=== block 1 ===
==> block_1/port_trees.png <==
The bar under the picture is 20 um long.
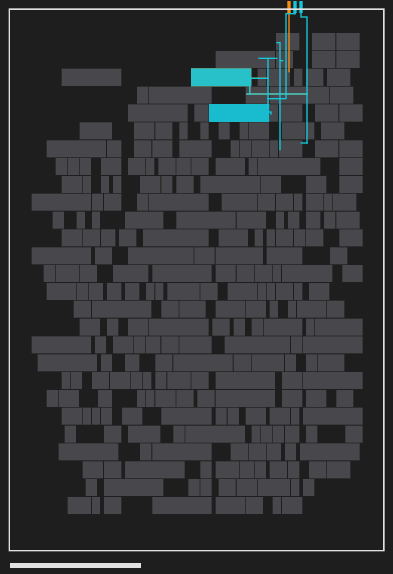

===== config.mk =====
export PLATFORM = sky130hd
export DESIGN_NAME = shared_sensor_bus_arbiter_flat
export DESIGN_NICKNAME = d
export VERILOG_FILES = /design/src/rtl/sensor_bus_pkg.sv /design/src/rtl/shared_sensor_bus_arbiter_if.sv /design/src/rtl/sensor_bus_pin_mux.sv /design/src/rtl/shared_sensor_bus_arbiter.sv /design/src/flat_wrapper.sv
export SDC_FILE = /design/constraint.sdc
export NUM_CORES = 1
export LEC_CHECK = 0
export CAP_MARGIN = 20
export CORE_ASPECT_RATIO = 1.5
export CORE_MARGIN = 3
export CORE_UTILIZATION = 50
export CTS_CLUSTER_DIAMETER = 100
export DETAILED_ROUTE_END_ITERATION = 8
export PLACE_DENSITY = 0.76
export SYNTH_ARGS = -nofsm -noshare
export SYNTH_HDL_FRONTEND = slang
export SYNTH_HIERARCHICAL = 1
export SYNTH_SLANG_ARGS = --single-unit
export TNS_END_PERCENT = 5

===== constraint.sdc =====
create_clock -name sys_clk -period 2 [get_ports sys_clk]
set_clock_uncertainty 0.1 [all_clocks]
set_input_delay 0.4 -clock sys_clk [delete_from_list [all_inputs] [get_ports sys_clk]]
set_output_delay 0.4 -clock sys_clk [all_outputs]
set_load 0.005 [all_outputs]

===== src/rtl/sensor_bus_pkg.sv =====
// Shared types and constants for the SPI/I2C shared sensor bus arbiter.
// Holds the FSM state enum, owner encodings, pin bundle struct and idle pin levels.
package sensor_bus_pkg;

  localparam int unsigned GAP_CNT_W  = 8;
  localparam int unsigned HOLD_CNT_W = 16;

  typedef enum logic [1:0] {
    ST_IDLE    = 2'd0,
    ST_SPI_OWN = 2'd1,
    ST_I2C_OWN = 2'd2,
    ST_GAP     = 2'd3
  } state_t;

  typedef logic [1:0] owner_t;
  localparam owner_t OWNER_NONE = 2'b00;
  localparam owner_t OWNER_SPI  = 2'b01;
  localparam owner_t OWNER_I2C  = 2'b10;

  // One master's (or the bus's) view of the two-wire pin pair plus chip select
  typedef struct packed {
    logic sclk;
    logic cs_n;
    logic sdat_out;
    logic sdat_oe;
  } pins_t;

  // Idle levels that are safe for both I2C and SPI mode 3
  localparam logic IDLE_SCLK     = 1'b1;
  localparam logic IDLE_CS_N     = 1'b1;
  localparam logic IDLE_SDAT_OUT = 1'b1;
  localparam logic IDLE_SDAT_OE  = 1'b0;

  localparam pins_t IDLE_PINS = '{
    sclk:     IDLE_SCLK,
    cs_n:     IDLE_CS_N,
    sdat_out: IDLE_SDAT_OUT,
    sdat_oe:  IDLE_SDAT_OE
  };

endpackage


===== src/rtl/shared_sensor_bus_arbiter_if.sv =====
// Handshake and pin signals between the two masters, the arbiter and the pins.
// slave modport: the arbiter's view; master modport: the masters/pins side.
interface shared_sensor_bus_arbiter_if;
  import sensor_bus_pkg::*;

  logic   spi_req;
  logic   i2c_req;
  logic   spi_done;
  logic   i2c_done;
  logic   spi_gnt;
  logic   i2c_gnt;
  logic   spi_sclk;
  logic   spi_cs_n;
  logic   spi_sdo;
  logic   spi_sdo_oe;
  logic   i2c_scl;
  logic   i2c_sda_out;
  logic   i2c_sda_oe;
  logic   spi_sdi;
  logic   i2c_sda_in;
  logic   bus_sclk;
  logic   bus_cs_n;
  logic   bus_sdat_out;
  logic   bus_sdat_oe;
  logic   bus_sdat_in;
  owner_t owner;
  logic   timeout_err;

  modport slave (
    input  spi_req, i2c_req, spi_done, i2c_done,
    input  spi_sclk, spi_cs_n, spi_sdo, spi_sdo_oe,
    input  i2c_scl, i2c_sda_out, i2c_sda_oe,
    input  bus_sdat_in,
    output spi_gnt, i2c_gnt, spi_sdi, i2c_sda_in,
    output bus_sclk, bus_cs_n, bus_sdat_out, bus_sdat_oe,
    output owner, timeout_err
  );

  modport master (
    output spi_req, i2c_req, spi_done, i2c_done,
    output spi_sclk, spi_cs_n, spi_sdo, spi_sdo_oe,
    output i2c_scl, i2c_sda_out, i2c_sda_oe,
    output bus_sdat_in,
    input  spi_gnt, i2c_gnt, spi_sdi, i2c_sda_in,
    input  bus_sclk, bus_cs_n, bus_sdat_out, bus_sdat_oe,
    input  owner, timeout_err
  );

endinterface


===== src/rtl/sensor_bus_pin_mux.sv =====
// Combinational pin mux: routes the owning master's pin intent to the bus,
// idle levels otherwise.
// Ports: owner (registered owner code), spi_pins / i2c_pins (master intents),
// bus_pins (to the physical pins).
module sensor_bus_pin_mux
  import sensor_bus_pkg::*;
(
  input  owner_t owner,
  input  pins_t  spi_pins,
  input  pins_t  i2c_pins,
  output pins_t  bus_pins
);

  always_comb begin
    bus_pins = IDLE_PINS;
    case (owner)
      OWNER_SPI: bus_pins = spi_pins;
      OWNER_I2C: bus_pins = i2c_pins;
      default:   bus_pins = IDLE_PINS;
    endcase
  end

endmodule


===== src/rtl/shared_sensor_bus_arbiter.sv =====
// Request/grant arbiter for the shared SCLK/SDAT pin pair between the G-sensor
// SPI master and the I2C master: round-robin on contention, ownership changes
// only at transaction end, an enforced idle gap, and a hold timeout.
// Ports: sys_clk, reset (async, active high); sb (slave modport) carrying
// requests/dones/grants, both masters' pin intents, bus pins, owner, timeout_err.
module shared_sensor_bus_arbiter
  import sensor_bus_pkg::*;
#(
  parameter int unsigned GAP_CYCLES     = 8,
  parameter int unsigned TIMEOUT_CYCLES = 50000
) (
  input logic                         sys_clk,
  input logic                         reset,
  shared_sensor_bus_arbiter_if.slave  sb
);

  localparam logic [HOLD_CNT_W-1:0] HOLD_LAST = HOLD_CNT_W'(TIMEOUT_CYCLES - 1);
  localparam logic [GAP_CNT_W-1:0]  GAP_LAST  = GAP_CNT_W'(GAP_CYCLES - 1);

  state_t                  state, state_nxt;
  owner_t                  owner_q, owner_nxt;
  logic [HOLD_CNT_W-1:0]   hold_cnt;
  logic [GAP_CNT_W-1:0]    gap_cnt;
  logic                    last_i2c;
  logic                    spi_gnt_q, i2c_gnt_q, timeout_err_q;
  logic                    timeout_hit;
  pins_t                   spi_pins, i2c_pins, bus_pins;

  // Next-state: grant from IDLE, release from OWN, wait out the gap
  always_comb begin
    state_nxt   = state;
    timeout_hit = 1'b0;
    owner_nxt   = OWNER_NONE;
    case (state)
      ST_IDLE: begin
        if (sb.spi_req && sb.i2c_req) begin
          state_nxt = last_i2c ? ST_SPI_OWN : ST_I2C_OWN;
        end else if (sb.spi_req) begin
          state_nxt = ST_SPI_OWN;
        end else if (sb.i2c_req) begin
          state_nxt = ST_I2C_OWN;
        end
      end
      // A normal release (done or req dropped) wins over a coincident timeout
      ST_SPI_OWN: begin
        if (sb.spi_done || !sb.spi_req) begin
          state_nxt = ST_GAP;
        end else if (hold_cnt == HOLD_LAST) begin
          state_nxt   = ST_GAP;
          timeout_hit = 1'b1;
        end
      end
      ST_I2C_OWN: begin
        if (sb.i2c_done || !sb.i2c_req) begin
          state_nxt = ST_GAP;
        end else if (hold_cnt == HOLD_LAST) begin
          state_nxt   = ST_GAP;
          timeout_hit = 1'b1;
        end
      end
      ST_GAP: begin
        if (gap_cnt == GAP_LAST) begin
          state_nxt = ST_IDLE;
        end
      end
      default: state_nxt = ST_IDLE;
    endcase

    case (state_nxt)
      ST_SPI_OWN: owner_nxt = OWNER_SPI;
      ST_I2C_OWN: owner_nxt = OWNER_I2C;
      default:    owner_nxt = OWNER_NONE;
    endcase
  end

  // State, counters, round-robin bit and registered outputs
  always_ff @(posedge sys_clk or posedge reset) begin
    if (reset) begin
      state         <= ST_IDLE;
      hold_cnt      <= '0;
      gap_cnt       <= '0;
      last_i2c      <= 1'b1;
      spi_gnt_q     <= 1'b0;
      i2c_gnt_q     <= 1'b0;
      owner_q       <= OWNER_NONE;
      timeout_err_q <= 1'b0;
    end else begin
      state     <= state_nxt;
      spi_gnt_q <= (state_nxt == ST_SPI_OWN);
      i2c_gnt_q <= (state_nxt == ST_I2C_OWN);
      owner_q   <= owner_nxt;

      if (timeout_hit) begin
        timeout_err_q <= 1'b1;
      end

      // Counters restart on every state change and saturate rather than wrap
      if (state_nxt != state) begin
        hold_cnt <= '0;
      end else if ((state == ST_SPI_OWN || state == ST_I2C_OWN) && hold_cnt != '1) begin
        hold_cnt <= hold_cnt + HOLD_CNT_W'(1);
      end

      if (state_nxt != state) begin
        gap_cnt <= '0;
      end else if (state == ST_GAP && gap_cnt != '1) begin
        gap_cnt <= gap_cnt + GAP_CNT_W'(1);
      end

      if (state == ST_IDLE && state_nxt == ST_SPI_OWN) begin
        last_i2c <= 1'b0;
      end else if (state == ST_IDLE && state_nxt == ST_I2C_OWN) begin
        last_i2c <= 1'b1;
      end
    end
  end

  assign spi_pins = '{
    sclk:     sb.spi_sclk,
    cs_n:     sb.spi_cs_n,
    sdat_out: sb.spi_sdo,
    sdat_oe:  sb.spi_sdo_oe
  };

  // I2C has no chip select; keep the G-sensor deselected while I2C owns the bus
  assign i2c_pins = '{
    sclk:     sb.i2c_scl,
    cs_n:     IDLE_CS_N,
    sdat_out: sb.i2c_sda_out,
    sdat_oe:  sb.i2c_sda_oe
  };

  sensor_bus_pin_mux u_pin_mux (
    .owner    (owner_q),
    .spi_pins (spi_pins),
    .i2c_pins (i2c_pins),
    .bus_pins (bus_pins)
  );

  assign sb.bus_sclk     = bus_pins.sclk;
  assign sb.bus_cs_n     = bus_pins.cs_n;
  assign sb.bus_sdat_out = bus_pins.sdat_out;
  assign sb.bus_sdat_oe  = bus_pins.sdat_oe;
  assign sb.spi_sdi      = sb.bus_sdat_in;
  assign sb.i2c_sda_in   = sb.bus_sdat_in;
  assign sb.spi_gnt      = spi_gnt_q;
  assign sb.i2c_gnt      = i2c_gnt_q;
  assign sb.owner        = owner_q;
  assign sb.timeout_err  = timeout_err_q;

endmodule


===== src/flat_wrapper.sv =====
// flat-port wrapper written by rule: the top's interface ports become plain ports
module shared_sensor_bus_arbiter_flat import sensor_bus_pkg::*;
#(
  parameter int unsigned GAP_CYCLES     = 8,
  parameter int unsigned TIMEOUT_CYCLES = 50000
)
  (sys_clk, reset, sb_spi_req, sb_i2c_req, sb_spi_done, sb_i2c_done, sb_spi_sclk, sb_spi_cs_n, sb_spi_sdo, sb_spi_sdo_oe, sb_i2c_scl, sb_i2c_sda_out, sb_i2c_sda_oe, sb_bus_sdat_in, sb_spi_gnt, sb_i2c_gnt, sb_spi_sdi, sb_i2c_sda_in, sb_bus_sclk, sb_bus_cs_n, sb_bus_sdat_out, sb_bus_sdat_oe, sb_owner, sb_timeout_err);
  shared_sensor_bus_arbiter_if sb_i ();
  input logic sys_clk;
  input logic reset;
  input wire logic [$bits(sb_i.spi_req)-1:0] sb_spi_req;
  input wire logic [$bits(sb_i.i2c_req)-1:0] sb_i2c_req;
  input wire logic [$bits(sb_i.spi_done)-1:0] sb_spi_done;
  input wire logic [$bits(sb_i.i2c_done)-1:0] sb_i2c_done;
  input wire logic [$bits(sb_i.spi_sclk)-1:0] sb_spi_sclk;
  input wire logic [$bits(sb_i.spi_cs_n)-1:0] sb_spi_cs_n;
  input wire logic [$bits(sb_i.spi_sdo)-1:0] sb_spi_sdo;
  input wire logic [$bits(sb_i.spi_sdo_oe)-1:0] sb_spi_sdo_oe;
  input wire logic [$bits(sb_i.i2c_scl)-1:0] sb_i2c_scl;
  input wire logic [$bits(sb_i.i2c_sda_out)-1:0] sb_i2c_sda_out;
  input wire logic [$bits(sb_i.i2c_sda_oe)-1:0] sb_i2c_sda_oe;
  input wire logic [$bits(sb_i.bus_sdat_in)-1:0] sb_bus_sdat_in;
  output wire logic [$bits(sb_i.spi_gnt)-1:0] sb_spi_gnt;
  output wire logic [$bits(sb_i.i2c_gnt)-1:0] sb_i2c_gnt;
  output wire logic [$bits(sb_i.spi_sdi)-1:0] sb_spi_sdi;
  output wire logic [$bits(sb_i.i2c_sda_in)-1:0] sb_i2c_sda_in;
  output wire logic [$bits(sb_i.bus_sclk)-1:0] sb_bus_sclk;
  output wire logic [$bits(sb_i.bus_cs_n)-1:0] sb_bus_cs_n;
  output wire logic [$bits(sb_i.bus_sdat_out)-1:0] sb_bus_sdat_out;
  output wire logic [$bits(sb_i.bus_sdat_oe)-1:0] sb_bus_sdat_oe;
  output wire logic [$bits(sb_i.owner)-1:0] sb_owner;
  output wire logic [$bits(sb_i.timeout_err)-1:0] sb_timeout_err;
  assign sb_i.spi_req = sb_spi_req;
  assign sb_i.i2c_req = sb_i2c_req;
  assign sb_i.spi_done = sb_spi_done;
  assign sb_i.i2c_done = sb_i2c_done;
  assign sb_i.spi_sclk = sb_spi_sclk;
  assign sb_i.spi_cs_n = sb_spi_cs_n;
  assign sb_i.spi_sdo = sb_spi_sdo;
  assign sb_i.spi_sdo_oe = sb_spi_sdo_oe;
  assign sb_i.i2c_scl = sb_i2c_scl;
  assign sb_i.i2c_sda_out = sb_i2c_sda_out;
  assign sb_i.i2c_sda_oe = sb_i2c_sda_oe;
  assign sb_i.bus_sdat_in = sb_bus_sdat_in;
  assign sb_spi_gnt = sb_i.spi_gnt;
  assign sb_i2c_gnt = sb_i.i2c_gnt;
  assign sb_spi_sdi = sb_i.spi_sdi;
  assign sb_i2c_sda_in = sb_i.i2c_sda_in;
  assign sb_bus_sclk = sb_i.bus_sclk;
  assign sb_bus_cs_n = sb_i.bus_cs_n;
  assign sb_bus_sdat_out = sb_i.bus_sdat_out;
  assign sb_bus_sdat_oe = sb_i.bus_sdat_oe;
  assign sb_owner = sb_i.owner;
  assign sb_timeout_err = sb_i.timeout_err;
  shared_sensor_bus_arbiter #(.GAP_CYCLES(GAP_CYCLES), .TIMEOUT_CYCLES(TIMEOUT_CYCLES)) u_core (.sys_clk(sys_clk), .reset(reset), .sb(sb_i));
endmodule

=== block 2 ===
### config.mk
export PLATFORM = sky130hd
export DESIGN_NAME = move_piece_param_flat
export DESIGN_NICKNAME = d
export VERILOG_FILES = /design/src/rtl/tetris_pkg.sv /design/src/rtl/move_piece_param_if.sv /design/src/rtl/piece_mask_fit.sv /design/src/rtl/move_piece_param.sv /design/src/flat_wrapper.sv
export SDC_FILE = /design/constraint.sdc
export NUM_CORES = 1
export LEC_CHECK = 0
export CAP_MARGIN = 5
export CORE_UTILIZATION = 30
export CTS_BUF_LIST = sky130_fd_sc_hd__clkbuf_16
export DETAILED_ROUTE_END_ITERATION = 8
export SYNTH_ARGS = -nofsm -noshare
export SYNTH_HDL_FRONTEND = slang
export SYNTH_SLANG_ARGS = --single-unit
export TNS_END_PERCENT = 20
### constraint.sdc
create_clock -name clka -period 10 [get_ports clka]
set_input_delay 2 -clock clka [delete_from_list [all_inputs] [get_ports clka]]
set_output_delay 2 -clock clka [all_outputs]
set_load 0.05 [all_outputs]
### src/rtl/tetris_pkg.sv
// Shared definitions for the Tetris piece-move datapath: FSM states, piece
// codes and the 2x2 shape-mask ROM.
package tetris_pkg;

    typedef enum logic [2:0] {
        ST_IDLE,
        ST_MOVE,
        ST_DROP,
        ST_CLEAR,
        ST_DONE
    } state_t;

    localparam logic [1:0] PIECE_SINGLE = 2'd0;
    localparam logic [1:0] PIECE_DOMINO = 2'd1;
    localparam logic [1:0] PIECE_L      = 2'd2;
    localparam logic [1:0] PIECE_SQUARE = 2'd3;

    // Mask bit i covers cell (row + i/2, col + i%2) of the anchor's 2x2 box.
    function automatic logic [3:0] shape_mask(input logic [1:0] piece_type,
                                              input logic [1:0] rot);
        logic [3:0] mask;
        case (piece_type)
            PIECE_SINGLE: mask = 4'b0001;
            PIECE_DOMINO: mask = rot[0] ? 4'b0101 : 4'b0011;
            PIECE_L: begin
                case (rot)
                    2'd0:    mask = 4'b0111;
                    2'd1:    mask = 4'b1011;
                    2'd2:    mask = 4'b1110;
                    default: mask = 4'b1101;
                endcase
            end
            default:      mask = 4'b1111;
        endcase
        return mask;
    endfunction

endpackage

### src/rtl/move_piece_param_if.sv
// Controller <-> piece-move bundle: piece/board inputs, player actions,
// start/done handshake and the resulting piece/board state.
interface move_piece_param_if #(
    parameter int COLS  = 4,
    parameter int ROWS  = 8,
    parameter int LOC_W = $clog2(COLS*ROWS)
);
    localparam int LC_W = $clog2(ROWS+1);

    logic                   start;
    logic [COLS*ROWS-1:0]   curr_board_state;
    logic [1:0]             curr_piece_type;
    logic [LOC_W-1:0]       curr_piece_location;
    logic [1:0]             curr_piece_rotation;
    logic                   left;
    logic                   right;
    logic                   rotate;
    logic [LOC_W-1:0]       new_location;
    logic [1:0]             new_rotation;
    logic [COLS*ROWS-1:0]   new_board_state;
    logic                   done;
    logic                   touched;
    logic                   busy;
    logic [LC_W-1:0]        lines_cleared;

    modport master (
        output start, curr_board_state, curr_piece_type, curr_piece_location,
               curr_piece_rotation, left, right, rotate,
        input  new_location, new_rotation, new_board_state, done, touched,
               busy, lines_cleared
    );

    modport slave (
        input  start, curr_board_state, curr_piece_type, curr_piece_location,
               curr_piece_rotation, left, right, rotate,
        output new_location, new_rotation, new_board_state, done, touched,
               busy, lines_cleared
    );
endinterface

### src/rtl/piece_mask_fit.sv
// Combinational placement check: expands a piece's 2x2 mask at an anchor into
// board cells and reports whether every cell is on the board and free.
module piece_mask_fit
    import tetris_pkg::*;
#(
    parameter int COLS  = 4,
    parameter int ROWS  = 8,
    parameter int LOC_W = $clog2(COLS*ROWS)
) (
    input  logic [COLS*ROWS-1:0] board,
    input  logic [1:0]           piece_type,
    input  logic [1:0]           rotation,
    input  logic [LOC_W-1:0]     location,
    output logic                 fits,
    output logic [COLS*ROWS-1:0] cells
);
    logic [3:0]       mask;
    logic [LOC_W-1:0] idx;
    int               row;
    int               col;
    int               r;
    int               c;

    always_comb begin
        // NOTE: every output and temporary gets a default first so no path infers a latch.
        mask  = shape_mask(piece_type, rotation);
        row   = int'(location) / COLS;
        col   = int'(location) % COLS;
        fits  = 1'b1;
        cells = '0;
        idx   = '0;
        r     = 0;
        c     = 0;
        for (int i = 0; i < 4; i++) begin
            if (mask[i]) begin
                r = row + i / 2;
                c = col + i % 2;
                if (r >= ROWS || c >= COLS) begin
                    fits = 1'b0;
                end else begin
                    idx        = LOC_W'(r * COLS + c);
                    cells[idx] = 1'b1;
                    if (board[idx]) fits = 1'b0;
                end
            end
        end
    end
endmodule

### src/rtl/move_piece_param.sv
// Tetris piece-move FSM: one action, one-row drop, lock and optional row
// clearing per start->done transaction. Row clearing is built when LINE_CLEAR_EN is defined.
module move_piece_param
    import tetris_pkg::*;
#(
    parameter int COLS  = 4,
    parameter int ROWS  = 8,
    parameter int LOC_W = $clog2(COLS*ROWS)
) (
    input  logic                clka,
    input  logic                reset,
    move_piece_param_if.slave   bus
);
    localparam int               N      = COLS * ROWS;
    localparam int               LC_W   = $clog2(ROWS+1);
    localparam logic [LOC_W-1:0] COLS_L = LOC_W'(COLS);

    state_t           state;
    logic [1:0]       type_q;
    logic             rotate_q, left_q, right_q;

    logic [N-1:0]     fit_board, fit_cells;
    logic [1:0]       fit_type, fit_rot;
    logic [LOC_W-1:0] fit_loc;
    logic             fit_ok;

    logic [LOC_W-1:0] cur_col, move_loc;
    logic [1:0]       move_rot;
    logic             move_try, drop_ok;

    assign cur_col = bus.new_location % COLS_L;

    // One checker shared over time: raw inputs in IDLE, the action candidate
    // in MOVE, and the current placement otherwise (DROP derives the drop from it).
    always_comb begin
        fit_board = bus.new_board_state;
        fit_type  = type_q;
        fit_rot   = bus.new_rotation;
        fit_loc   = bus.new_location;
        if (state == ST_IDLE) begin
            fit_board = bus.curr_board_state;
            fit_type  = bus.curr_piece_type;
            fit_rot   = bus.curr_piece_rotation;
            fit_loc   = bus.curr_piece_location;
        end else if (state == ST_MOVE) begin
            fit_rot = move_rot;
            fit_loc = move_loc;
        end
    end

    piece_mask_fit #(.COLS(COLS), .ROWS(ROWS), .LOC_W(LOC_W)) u_fit (
        .board      (fit_board),
        .piece_type (fit_type),
        .rotation   (fit_rot),
        .location   (fit_loc),
        .fits       (fit_ok),
        .cells      (fit_cells)
    );

    always_comb begin
        move_rot = bus.new_rotation;
        move_loc = bus.new_location;
        move_try = 1'b0;
        if (rotate_q) begin
            move_rot = bus.new_rotation + 2'd1;
            move_try = 1'b1;
        end else if (left_q) begin
            move_loc = bus.new_location - LOC_W'(1);
            move_try = (cur_col != '0);
        end else if (right_q) begin
            move_loc = bus.new_location + LOC_W'(1);
            move_try = (cur_col != COLS_L - LOC_W'(1));
        end
    end

    // Drop fits when no cell sits on the bottom row and the cells shifted one row down are free.
    assign drop_ok = (fit_cells[N-1 -: COLS] == '0) &&
                     (((fit_cells << COLS) & bus.new_board_state) == '0);

`ifdef LINE_CLEAR_EN
    logic         any_full;
    int           full_row;
    logic [N-1:0] cleared_board;

    always_comb begin
        any_full = 1'b0;
        full_row = 0;
        for (int r = 0; r < ROWS; r++) begin
            if (&bus.new_board_state[r*COLS +: COLS]) begin
                any_full = 1'b1;
                full_row = r;
            end
        end
        cleared_board = bus.new_board_state;
        for (int r = 1; r < ROWS; r++) begin
            if (r <= full_row) cleared_board[r*COLS +: COLS] = bus.new_board_state[(r-1)*COLS +: COLS];
        end
        cleared_board[COLS-1:0] = '0;
    end
`else
    assign bus.lines_cleared = '0;
`endif

    always_ff @(posedge clka or posedge reset) begin
        if (reset) begin
            state                <= ST_IDLE;
            type_q               <= '0;
            rotate_q             <= 1'b0;
            left_q               <= 1'b0;
            right_q              <= 1'b0;
            bus.new_location     <= '0;
            bus.new_rotation     <= '0;
            bus.new_board_state  <= '0;
            bus.done             <= 1'b0;
            bus.touched          <= 1'b0;
            bus.busy             <= 1'b0;
`ifdef LINE_CLEAR_EN
            bus.lines_cleared    <= '0;
`endif
        end else begin
            // NOTE: non-blocking throughout so every register samples pre-edge values.
            bus.done <= 1'b0;
            case (state)
                ST_IDLE: begin
                    if (bus.start) begin
                        type_q              <= bus.curr_piece_type;
                        rotate_q            <= bus.rotate;
                        left_q              <= bus.left;
                        right_q             <= bus.right;
                        bus.new_location    <= bus.curr_piece_location;
                        bus.new_rotation    <= bus.curr_piece_rotation;
                        bus.new_board_state <= bus.curr_board_state;
                        bus.busy            <= 1'b1;
                        bus.touched         <= !fit_ok;
`ifdef LINE_CLEAR_EN
                        bus.lines_cleared   <= '0;
`endif
                        state               <= fit_ok ? ST_MOVE : ST_DONE;
                    end
                end
                ST_MOVE: begin
                    if (move_try && fit_ok) begin
                        bus.new_location <= move_loc;
                        bus.new_rotation <= move_rot;
                    end
                    state <= ST_DROP;
                end
                ST_DROP: begin
                    if (drop_ok) begin
                        bus.new_location <= bus.new_location + COLS_L;
                        bus.touched      <= 1'b0;
                        state            <= ST_DONE;
                    end else begin
                        bus.new_board_state <= bus.new_board_state | fit_cells;
                        bus.touched         <= 1'b1;
`ifdef LINE_CLEAR_EN
                        state               <= ST_CLEAR;
`else
                        state               <= ST_DONE;
`endif
                    end
                end
`ifdef LINE_CLEAR_EN
                ST_CLEAR: begin
                    if (any_full) begin
                        bus.new_board_state <= cleared_board;
                        bus.lines_cleared   <= bus.lines_cleared + LC_W'(1);
                    end else begin
                        state <= ST_DONE;
                    end
                end
`endif
                ST_DONE: begin
                    bus.done <= 1'b1;
                    bus.busy <= 1'b0;
                    state    <= ST_IDLE;
                end
                default: state <= ST_IDLE;
            endcase
        end
    end
endmodule

### src/flat_wrapper.sv
// flat-port wrapper written by rule: the top's interface ports become plain ports
module move_piece_param_flat import tetris_pkg::*;
#(
    parameter int COLS  = 4,
    parameter int ROWS  = 8,
    parameter int LOC_W = $clog2(COLS*ROWS)
)
  (clka, reset, bus_start, bus_curr_board_state, bus_curr_piece_type, bus_curr_piece_location, bus_curr_piece_rotation, bus_left, bus_right, bus_rotate, bus_new_location, bus_new_rotation, bus_new_board_state, bus_done, bus_touched, bus_busy, bus_lines_cleared);
  move_piece_param_if #(.COLS(COLS), .ROWS(ROWS), .LOC_W(LOC_W)) bus_i ();
  input  logic clka;
  input  logic reset;
  input wire logic [$bits(bus_i.start)-1:0] bus_start;
  input wire logic [$bits(bus_i.curr_board_state)-1:0] bus_curr_board_state;
  input wire logic [$bits(bus_i.curr_piece_type)-1:0] bus_curr_piece_type;
  input wire logic [$bits(bus_i.curr_piece_location)-1:0] bus_curr_piece_location;
  input wire logic [$bits(bus_i.curr_piece_rotation)-1:0] bus_curr_piece_rotation;
  input wire logic [$bits(bus_i.left)-1:0] bus_left;
  input wire logic [$bits(bus_i.right)-1:0] bus_right;
  input wire logic [$bits(bus_i.rotate)-1:0] bus_rotate;
  output wire logic [$bits(bus_i.new_location)-1:0] bus_new_location;
  output wire logic [$bits(bus_i.new_rotation)-1:0] bus_new_rotation;
  output wire logic [$bits(bus_i.new_board_state)-1:0] bus_new_board_state;
  output wire logic [$bits(bus_i.done)-1:0] bus_done;
  output wire logic [$bits(bus_i.touched)-1:0] bus_touched;
  output wire logic [$bits(bus_i.busy)-1:0] bus_busy;
  output wire logic [$bits(bus_i.lines_cleared)-1:0] bus_lines_cleared;
  assign bus_i.start = bus_start;
  assign bus_i.curr_board_state = bus_curr_board_state;
  assign bus_i.curr_piece_type = bus_curr_piece_type;
  assign bus_i.curr_piece_location = bus_curr_piece_location;
  assign bus_i.curr_piece_rotation = bus_curr_piece_rotation;
  assign bus_i.left = bus_left;
  assign bus_i.right = bus_right;
  assign bus_i.rotate = bus_rotate;
  assign bus_new_location = bus_i.new_location;
  assign bus_new_rotation = bus_i.new_rotation;
  assign bus_new_board_state = bus_i.new_board_state;
  assign bus_done = bus_i.done;
  assign bus_touched = bus_i.touched;
  assign bus_busy = bus_i.busy;
  assign bus_lines_cleared = bus_i.lines_cleared;
  move_piece_param #(.COLS(COLS), .ROWS(ROWS), .LOC_W(LOC_W)) u_core (.clka(clka), .reset(reset), .bus(bus_i));
endmodule
=== block 3 ===
--- src/rtl/mux_pkg.sv ---
// Shared definitions for the pipelined channel multiplexer.
package mux_pkg;

   typedef enum logic [1:0] {
      EMPTY = 2'b00,
      ONE   = 2'b01,
      TWO   = 2'b10
   } skid_state_t;

endpackage

--- src/rtl/mux_skid_buf.sv ---
// Two-entry skid buffer: registered handshake, order-preserving, one transfer per cycle.
module mux_skid_buf
   import mux_pkg::*;
#(
   parameter int unsigned N = 32
) (
   input  logic         clk,
   input  logic         rst,
   input  logic [N-1:0] in_data,
   input  logic         in_valid,
   output logic         in_ready,
   output logic [N-1:0] data_out,
   output logic         out_valid,
   input  logic         out_ready
);

   skid_state_t  state;
   logic [N-1:0] skid;

   // in_ready and out_valid are flops updated alongside state, so neither
   // depends combinationally on the handshake inputs.
   always_ff @(posedge clk) begin
      if (rst) begin
         state     <= EMPTY;
         in_ready  <= 1'b1;
         out_valid <= 1'b0;
         data_out  <= '0;
         skid      <= '0;
      end else begin
         unique case (state)
            EMPTY: begin
               if (in_valid) begin
                  data_out  <= in_data;
                  state     <= ONE;
                  out_valid <= 1'b1;
               end
            end
            ONE: begin
               if (in_valid && out_ready) begin
                  data_out <= in_data;
               end else if (in_valid) begin
                  skid     <= in_data;
                  state    <= TWO;
                  in_ready <= 1'b0;
               end else if (out_ready) begin
                  state     <= EMPTY;
                  out_valid <= 1'b0;
               end
            end
            TWO: begin
               if (out_ready) begin
                  data_out <= skid;
                  state    <= ONE;
                  in_ready <= 1'b1;
               end
            end
            default: begin
               state     <= EMPTY;
               in_ready  <= 1'b1;
               out_valid <= 1'b0;
            end
         endcase
      end
   end

endmodule

--- src/rtl/mux_pipe.sv ---
// Channel select with range check feeding a two-entry skid buffer; sticky sel_err.
module mux_pipe
   import mux_pkg::*;
#(
   parameter int unsigned  N      = 32,
   parameter int unsigned  NUM_IN = 4,
   localparam int unsigned SEL_W  = (NUM_IN > 2) ? $clog2(NUM_IN) : 1
) (
   input  logic                clk,
   input  logic                rst,
   input  logic [NUM_IN*N-1:0] data_in,
   input  logic [SEL_W-1:0]    sel,
   input  logic                in_valid,
   output logic                in_ready,
   output logic [N-1:0]        data_out,
   output logic                out_valid,
   input  logic                out_ready,
   output logic                sel_err
);

   logic [N-1:0] sel_data;
   logic         in_range;

   // Out-of-range selects match no channel and so fall through to zero data.
   always_comb begin
      sel_data = '0;
      in_range = 1'b0;
      for (int unsigned k = 0; k < NUM_IN; k++) begin
         if (32'(sel) == k) begin
            sel_data = data_in[k*N +: N];
            in_range = 1'b1;
         end
      end
   end

   always_ff @(posedge clk) begin
      if (rst) begin
         sel_err <= 1'b0;
      end else if (in_valid && in_ready && !in_range) begin
         sel_err <= 1'b1;
      end
   end

   mux_skid_buf #(
      .N (N)
   ) u_skid (
      .clk       (clk),
      .rst       (rst),
      .in_data   (sel_data),
      .in_valid  (in_valid),
      .in_ready  (in_ready),
      .data_out  (data_out),
      .out_valid (out_valid),
      .out_ready (out_ready)
   );

endmodule

--- config.mk ---
export PLATFORM = sky130hd
export DESIGN_NAME = mux_pipe
export DESIGN_NICKNAME = d
export VERILOG_FILES = /design/src/rtl/mux_pkg.sv /design/src/rtl/mux_skid_buf.sv /design/src/rtl/mux_pipe.sv
export SDC_FILE = /design/constraint.sdc
export NUM_CORES = 1
export LEC_CHECK = 0
export ABC_AREA = 1
export CELL_PAD_IN_SITES_DETAIL_PLACEMENT = 1
export CELL_PAD_IN_SITES_GLOBAL_PLACEMENT = 2
export CORE_MARGIN = 2
export CORE_UTILIZATION = 22
export CTS_CLUSTER_SIZE = 14
export DETAILED_ROUTE_END_ITERATION = 10
export MAX_ROUTING_LAYER = met4
export PLACE_DENSITY = 0.81
export SYNTH_ARGS = -nofsm -noshare
export SYNTH_HDL_FRONTEND = slang
export SYNTH_SLANG_ARGS = --single-unit
--- constraint.sdc ---
create_clock -name clk -period 2 [get_ports clk]
set_clock_uncertainty 0.2 [all_clocks]
set_input_delay 0.4 -clock clk [delete_from_list [all_inputs] [get_ports clk]]
set_output_delay 0.4 -clock clk [all_outputs]
set_load 0.05 [all_outputs]
==> block_2/port_trees.png <==
The bar under the picture is 50 um long.
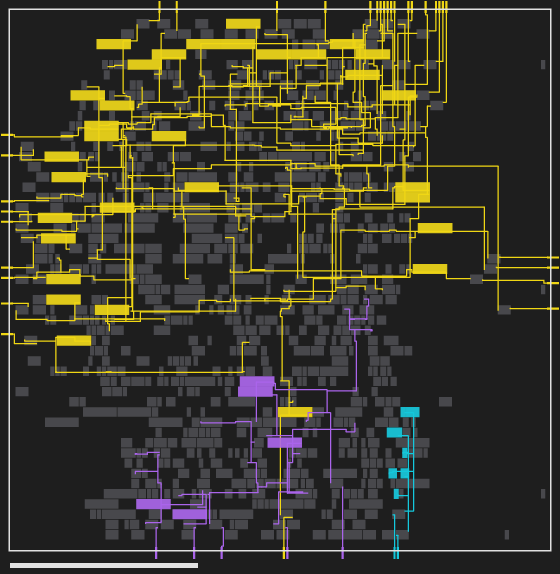
purple -> `bus_new_location`  # bits 5, direction output, edge bottom, end cells 5, buffers 5, wire 399 um
yellow -> `bus_new_board_state`  # bits 32, direction output, edge 18 top, 9 left, 4 right, 1 bottom, end cells 32, buffers 32, wire 3570 um
cyan -> `bus_curr_piece_type`  # bits 2, direction input, edge bottom, end cells 7, buffers 2, wire 87.2 um

==> impl_metrics.py, block 2 <==
# Generated from Yosys and OpenROAD reports
metrics = {
    "worst_hold_path": {
        "holdPathEnd": "u_core.bus.busy",
        "hp-class": "flop to flop",
    },
    "final_timing": {
        "setup_tns_ns": 0,
        "rsz0062_at_grt": "false",
    },
    "logic_synthesis": {
        "syn_area_per_cell_um2": 7.83,
        "area_leaders": "dfrtp_1 (21%), mux4_2 (6.0%), mux2i_1 (5.6%)",
        "topCombFamilyByArea": "AND-OR/OR-AND gates",
        "synth.most_common_cell": "nand2_1",
        "ys.flop_type": "dfrtp_1",
        "synthTopCellsByCount": "nand2_1 (78), nor2_1 (66), dfrtp_1 (50), nor3_1 (47), o21ai_0 (45)",
        "synth_area_mm2": 0.00603,
    },
    "cts": {
        "cts.repair.resized": 0,
        "cts.path.max_buffers": 2,
        "cts_buffers": 5,
        "insertion_delay_ns": 0.32,
    },
    "critical_path": {
        "worst-path-stages": 20,
        "required_ns": 10.19,
        "crit_path_start": "bus_curr_piece_location[0]",
        "r2r_end": "u_core.bus.new_location[3]",
    },
    "layout": {
        "clock_buffers": 5,
        "flops": 50,
        "layout_top_cell": "clkdlybuf4s50_1",
        "seq_area_mm2": 0.00125,
    },
    "routing": {
        "drc": 0,
        "drt_iter0_drc": 841,
    },
    "run_status": {
        "status": "complete, no violations",
    },
    "global_route": {
        "antenna_found_initial": 0,
    },
    "die": {
        "core_mm2": 0.0196,
    },
}
[block 2: through the flow]
stage / cell area [um^2] / cells / setup WS [ns]
after floorplan: 6040 / 773 / 3.52
after global placement: 7020 / 1069 / 1.65
after detailed placement: 7020 / 1069 / 1.53
after CTS: 7190 / 1077 / 1.81
after global routing: 7190 / 1077 / 1.39
final: 7190 / 1077 / 1.73
[block 2: per-layer routing]
layer,global-route usage,routed length [um],vias to the layer above
met3,0.0357,2260,68
met1,0.352,11200,3299
li1,-,-,3006
met2,0.388,11500,420
met4,0.0985,970,0
met5,0,0,-
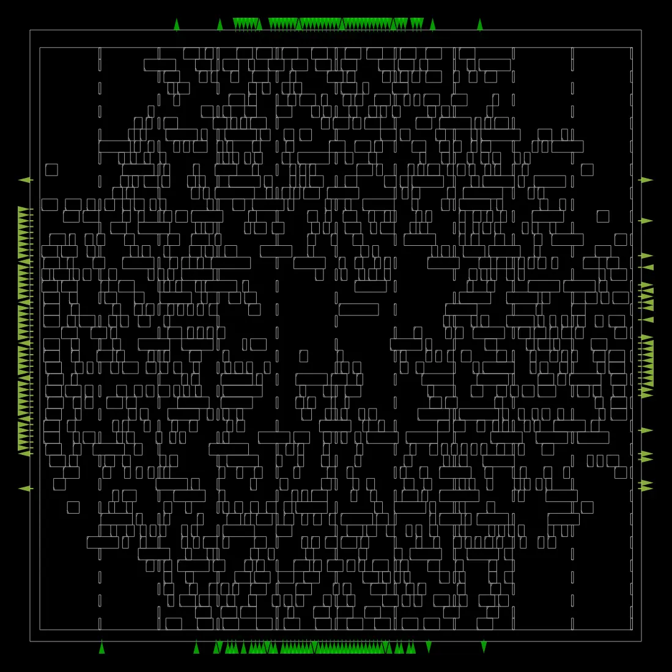
(block_3/placed.png)
Seq area share: 0.212
number of fill cells: 2355
Finished Layout Cells: 1121

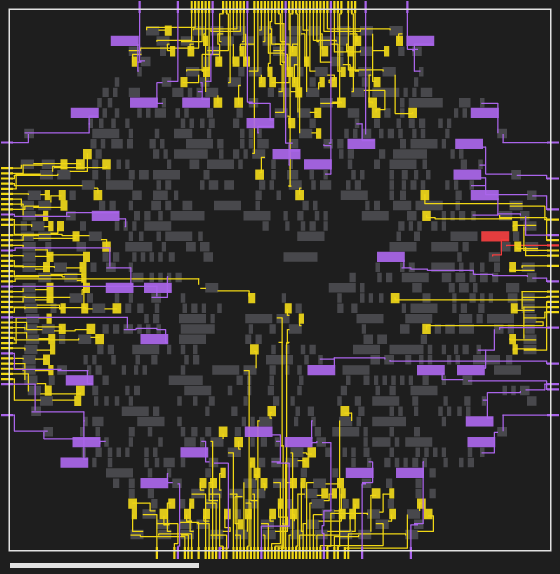
(block_3/port_trees.png)
The bar under the picture is 50 um long.
purple -> `data_out`  # bits 32, direction output, edge 10 right, 8 top, 8 left, 6 bottom, end cells 32, buffers 32, wire 1120 um
red -> `in_ready`  # bits 1, direction output, edge right, end cells 1, buffers 1, wire 19.5 um
yellow -> `data_in`  # bits 128, direction input, edge 42 bottom, 40 top, 36 left, 10 right, end cells 128, buffers 128, wire 2820 um
IO buf count: 168
I/O pin count: 169

==> impl_metrics.py, block 3 <==
# Generated from Yosys and OpenROAD reports
metrics = {
    "run_status": {
        "status": "complete, no violations",
    },
    "layout": {
        "comb_cells": 471,
    },
    "final_timing": {
        "final_max_slew_viol_count": 0,
        "setup_viol": 0,
        "fin_crit_sh": 0.865,
    },
    "cts": {
        "cts.path.max_buffers": 2,
    },
    "global_route": {
        "gr-usage-all-layers": 0.166,
        "grt_pass1_wl_um": 25500,
    },
    "die": {
        "std_cell_rows": 50,
        "dieHeight_um": 143,
        "tap_cells": 260,
    },
    "logic_synthesis": {
        "synthAoiAreaFrac": 0.173,
        "area_leaders": "dfxtp_1 (33%), nand3_1 (12%), inv_1 (9.0%)",
        "yosys_warnings": 0,
    },
    "routing": {
        "via_per_inst": 4.35,
    },
}
## block 3: stage by stage
step	instance area (um^2)	utilization	setup TNS, ns
after floorplan	4240	-	0
after global placement	6240	0.331	-0.262
after detailed placement	6240	0.331	-1.95
after CTS	6520	0.346	0
after global routing	6520	0.346	0
final	6520	0.346	0
## block 3: layer usage
metal,vias to the layer above,share of wire,track usage
met4,0,0.020,0.0631
met3,17,0.033,0.0258
li1,2507,-,-
met1,2268,0.48,0.215
met2,88,0.47,0.262
met5,-,0,-
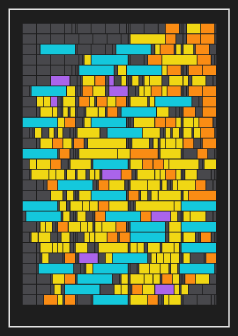
(block_1/class_map.png)
Fill, decap, tap and diode cells in gray.
orange -> remaining buffers and delay cells  # cells 64, share of their area 21%
yellow -> remaining logic cells  # cells 162, share of their area 46%
cyan -> registers  # cells 30, share of their area 29%
purple -> clock drivers and dummy loads  # cells 8, share of their area 3.5%

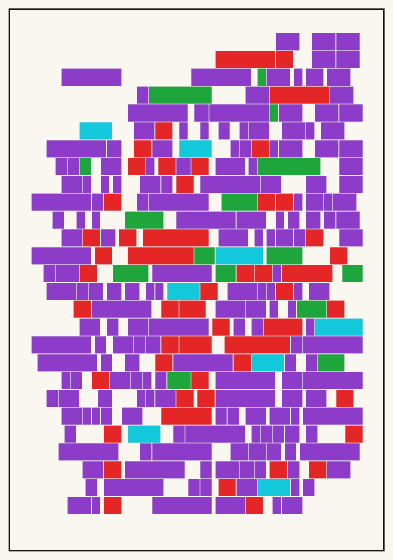
(block_1/sizing.png)
red -> x3 and x4  # cells 51
cyan -> x6 and larger  # cells 8
green -> x2  # cells 15
purple -> x1 and smaller  # cells 190

About block_1/port_trees.png:
cyan -> `sb_owner`  # bits 2, direction output, edge top, end cells 2, buffers 3, wire 81.6 um
orange -> `sb_i2c_gnt`  # bits 1, direction output, edge top, end cells 1, buffers 1, wire 23.4 um
I/O pin count: 25
IO buf count: 21

==> impl_metrics.py, block 1 <==
# Generated from Yosys and OpenROAD reports
metrics = {
    "layout": {
        "seq_area_um2": 753,
        "sh_comb_area": 0.437,
        "sh_seq_area": 0.283,
    },
    "logic_synthesis": {
        "synthAoiAreaFrac": 0.135,
        "topCombFamilyByArea": "simple AND/OR/NAND/NOR gates",
        "fa_ha_area_frac": 0.0580,
    },
    "run_status": {
        "violations": "negative setup slack",
        "status": "complete, but fails checks",
    },
    "global_route": {
        "grt_pass1_wl_um": 8030,
        "use_met1": 0.244,
        "gr-usage-all-layers": 0.227,
        "antenna_found_initial": 0,
    },
    "final_timing": {
        "fmax_mhz": 474,
        "setup_viol": 27,
        "fin_ws_ns": -0.108,
    },
    "die": {
        "dieHeight_um": 82.4,
    },
    "routing": {
        "antenna_left": 0,
    },
    "placed_design": {
        "placed_area_mm2": 0.00245,
        "place.gp.congestion": 0.870,
    },
    "critical_path": {
        "worst-path-stages": 5,
    },
}
[block 1: per-stage QoR]
step | worst slack [ns] | util
after floorplan | 0.00711 | -
after CTS | -0.123 | 0.705
after global routing | -0.195 | 0.717
final | -0.108 | 0.717
after detailed placement | -0.319 | 0.660
after global placement | -0.279 | 0.660
[block 1: flip-flops by register name, indices dropped and copies added (netlist names)]
name,cells
u_core/gap_cnt,8
u_core/sb.timeout_err,1
u_core/sb.i2c_gnt,1
u_core/last_i2c,1
u_core/sb.spi_gnt,1
u_core/state,2
u_core/hold_cnt,16

## Gallery

Metal layers overlaid.
(a)
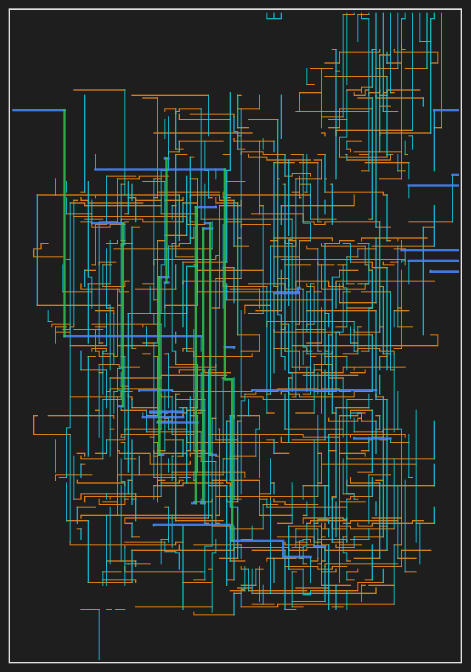
(b)
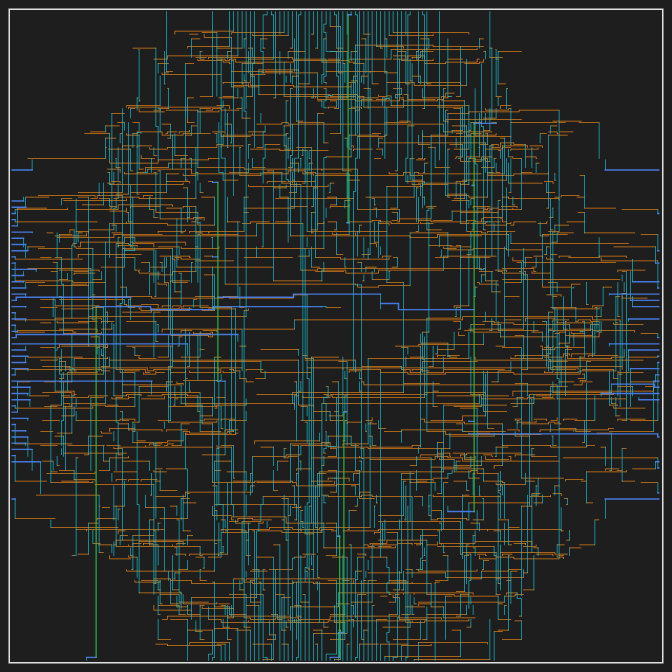
(c)
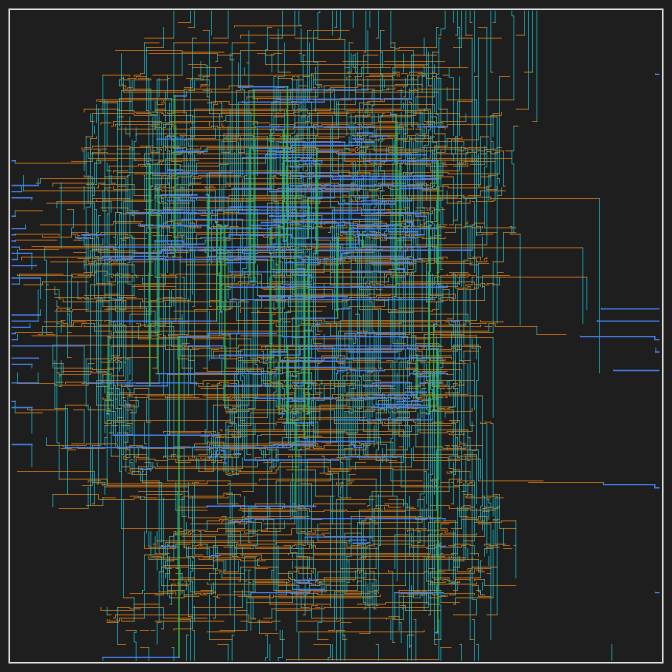
Of these, least wire: (a)
Of these, most wire: (c)
For block 2, see (c).
For block 1, see (a).
For block 3, see (b).


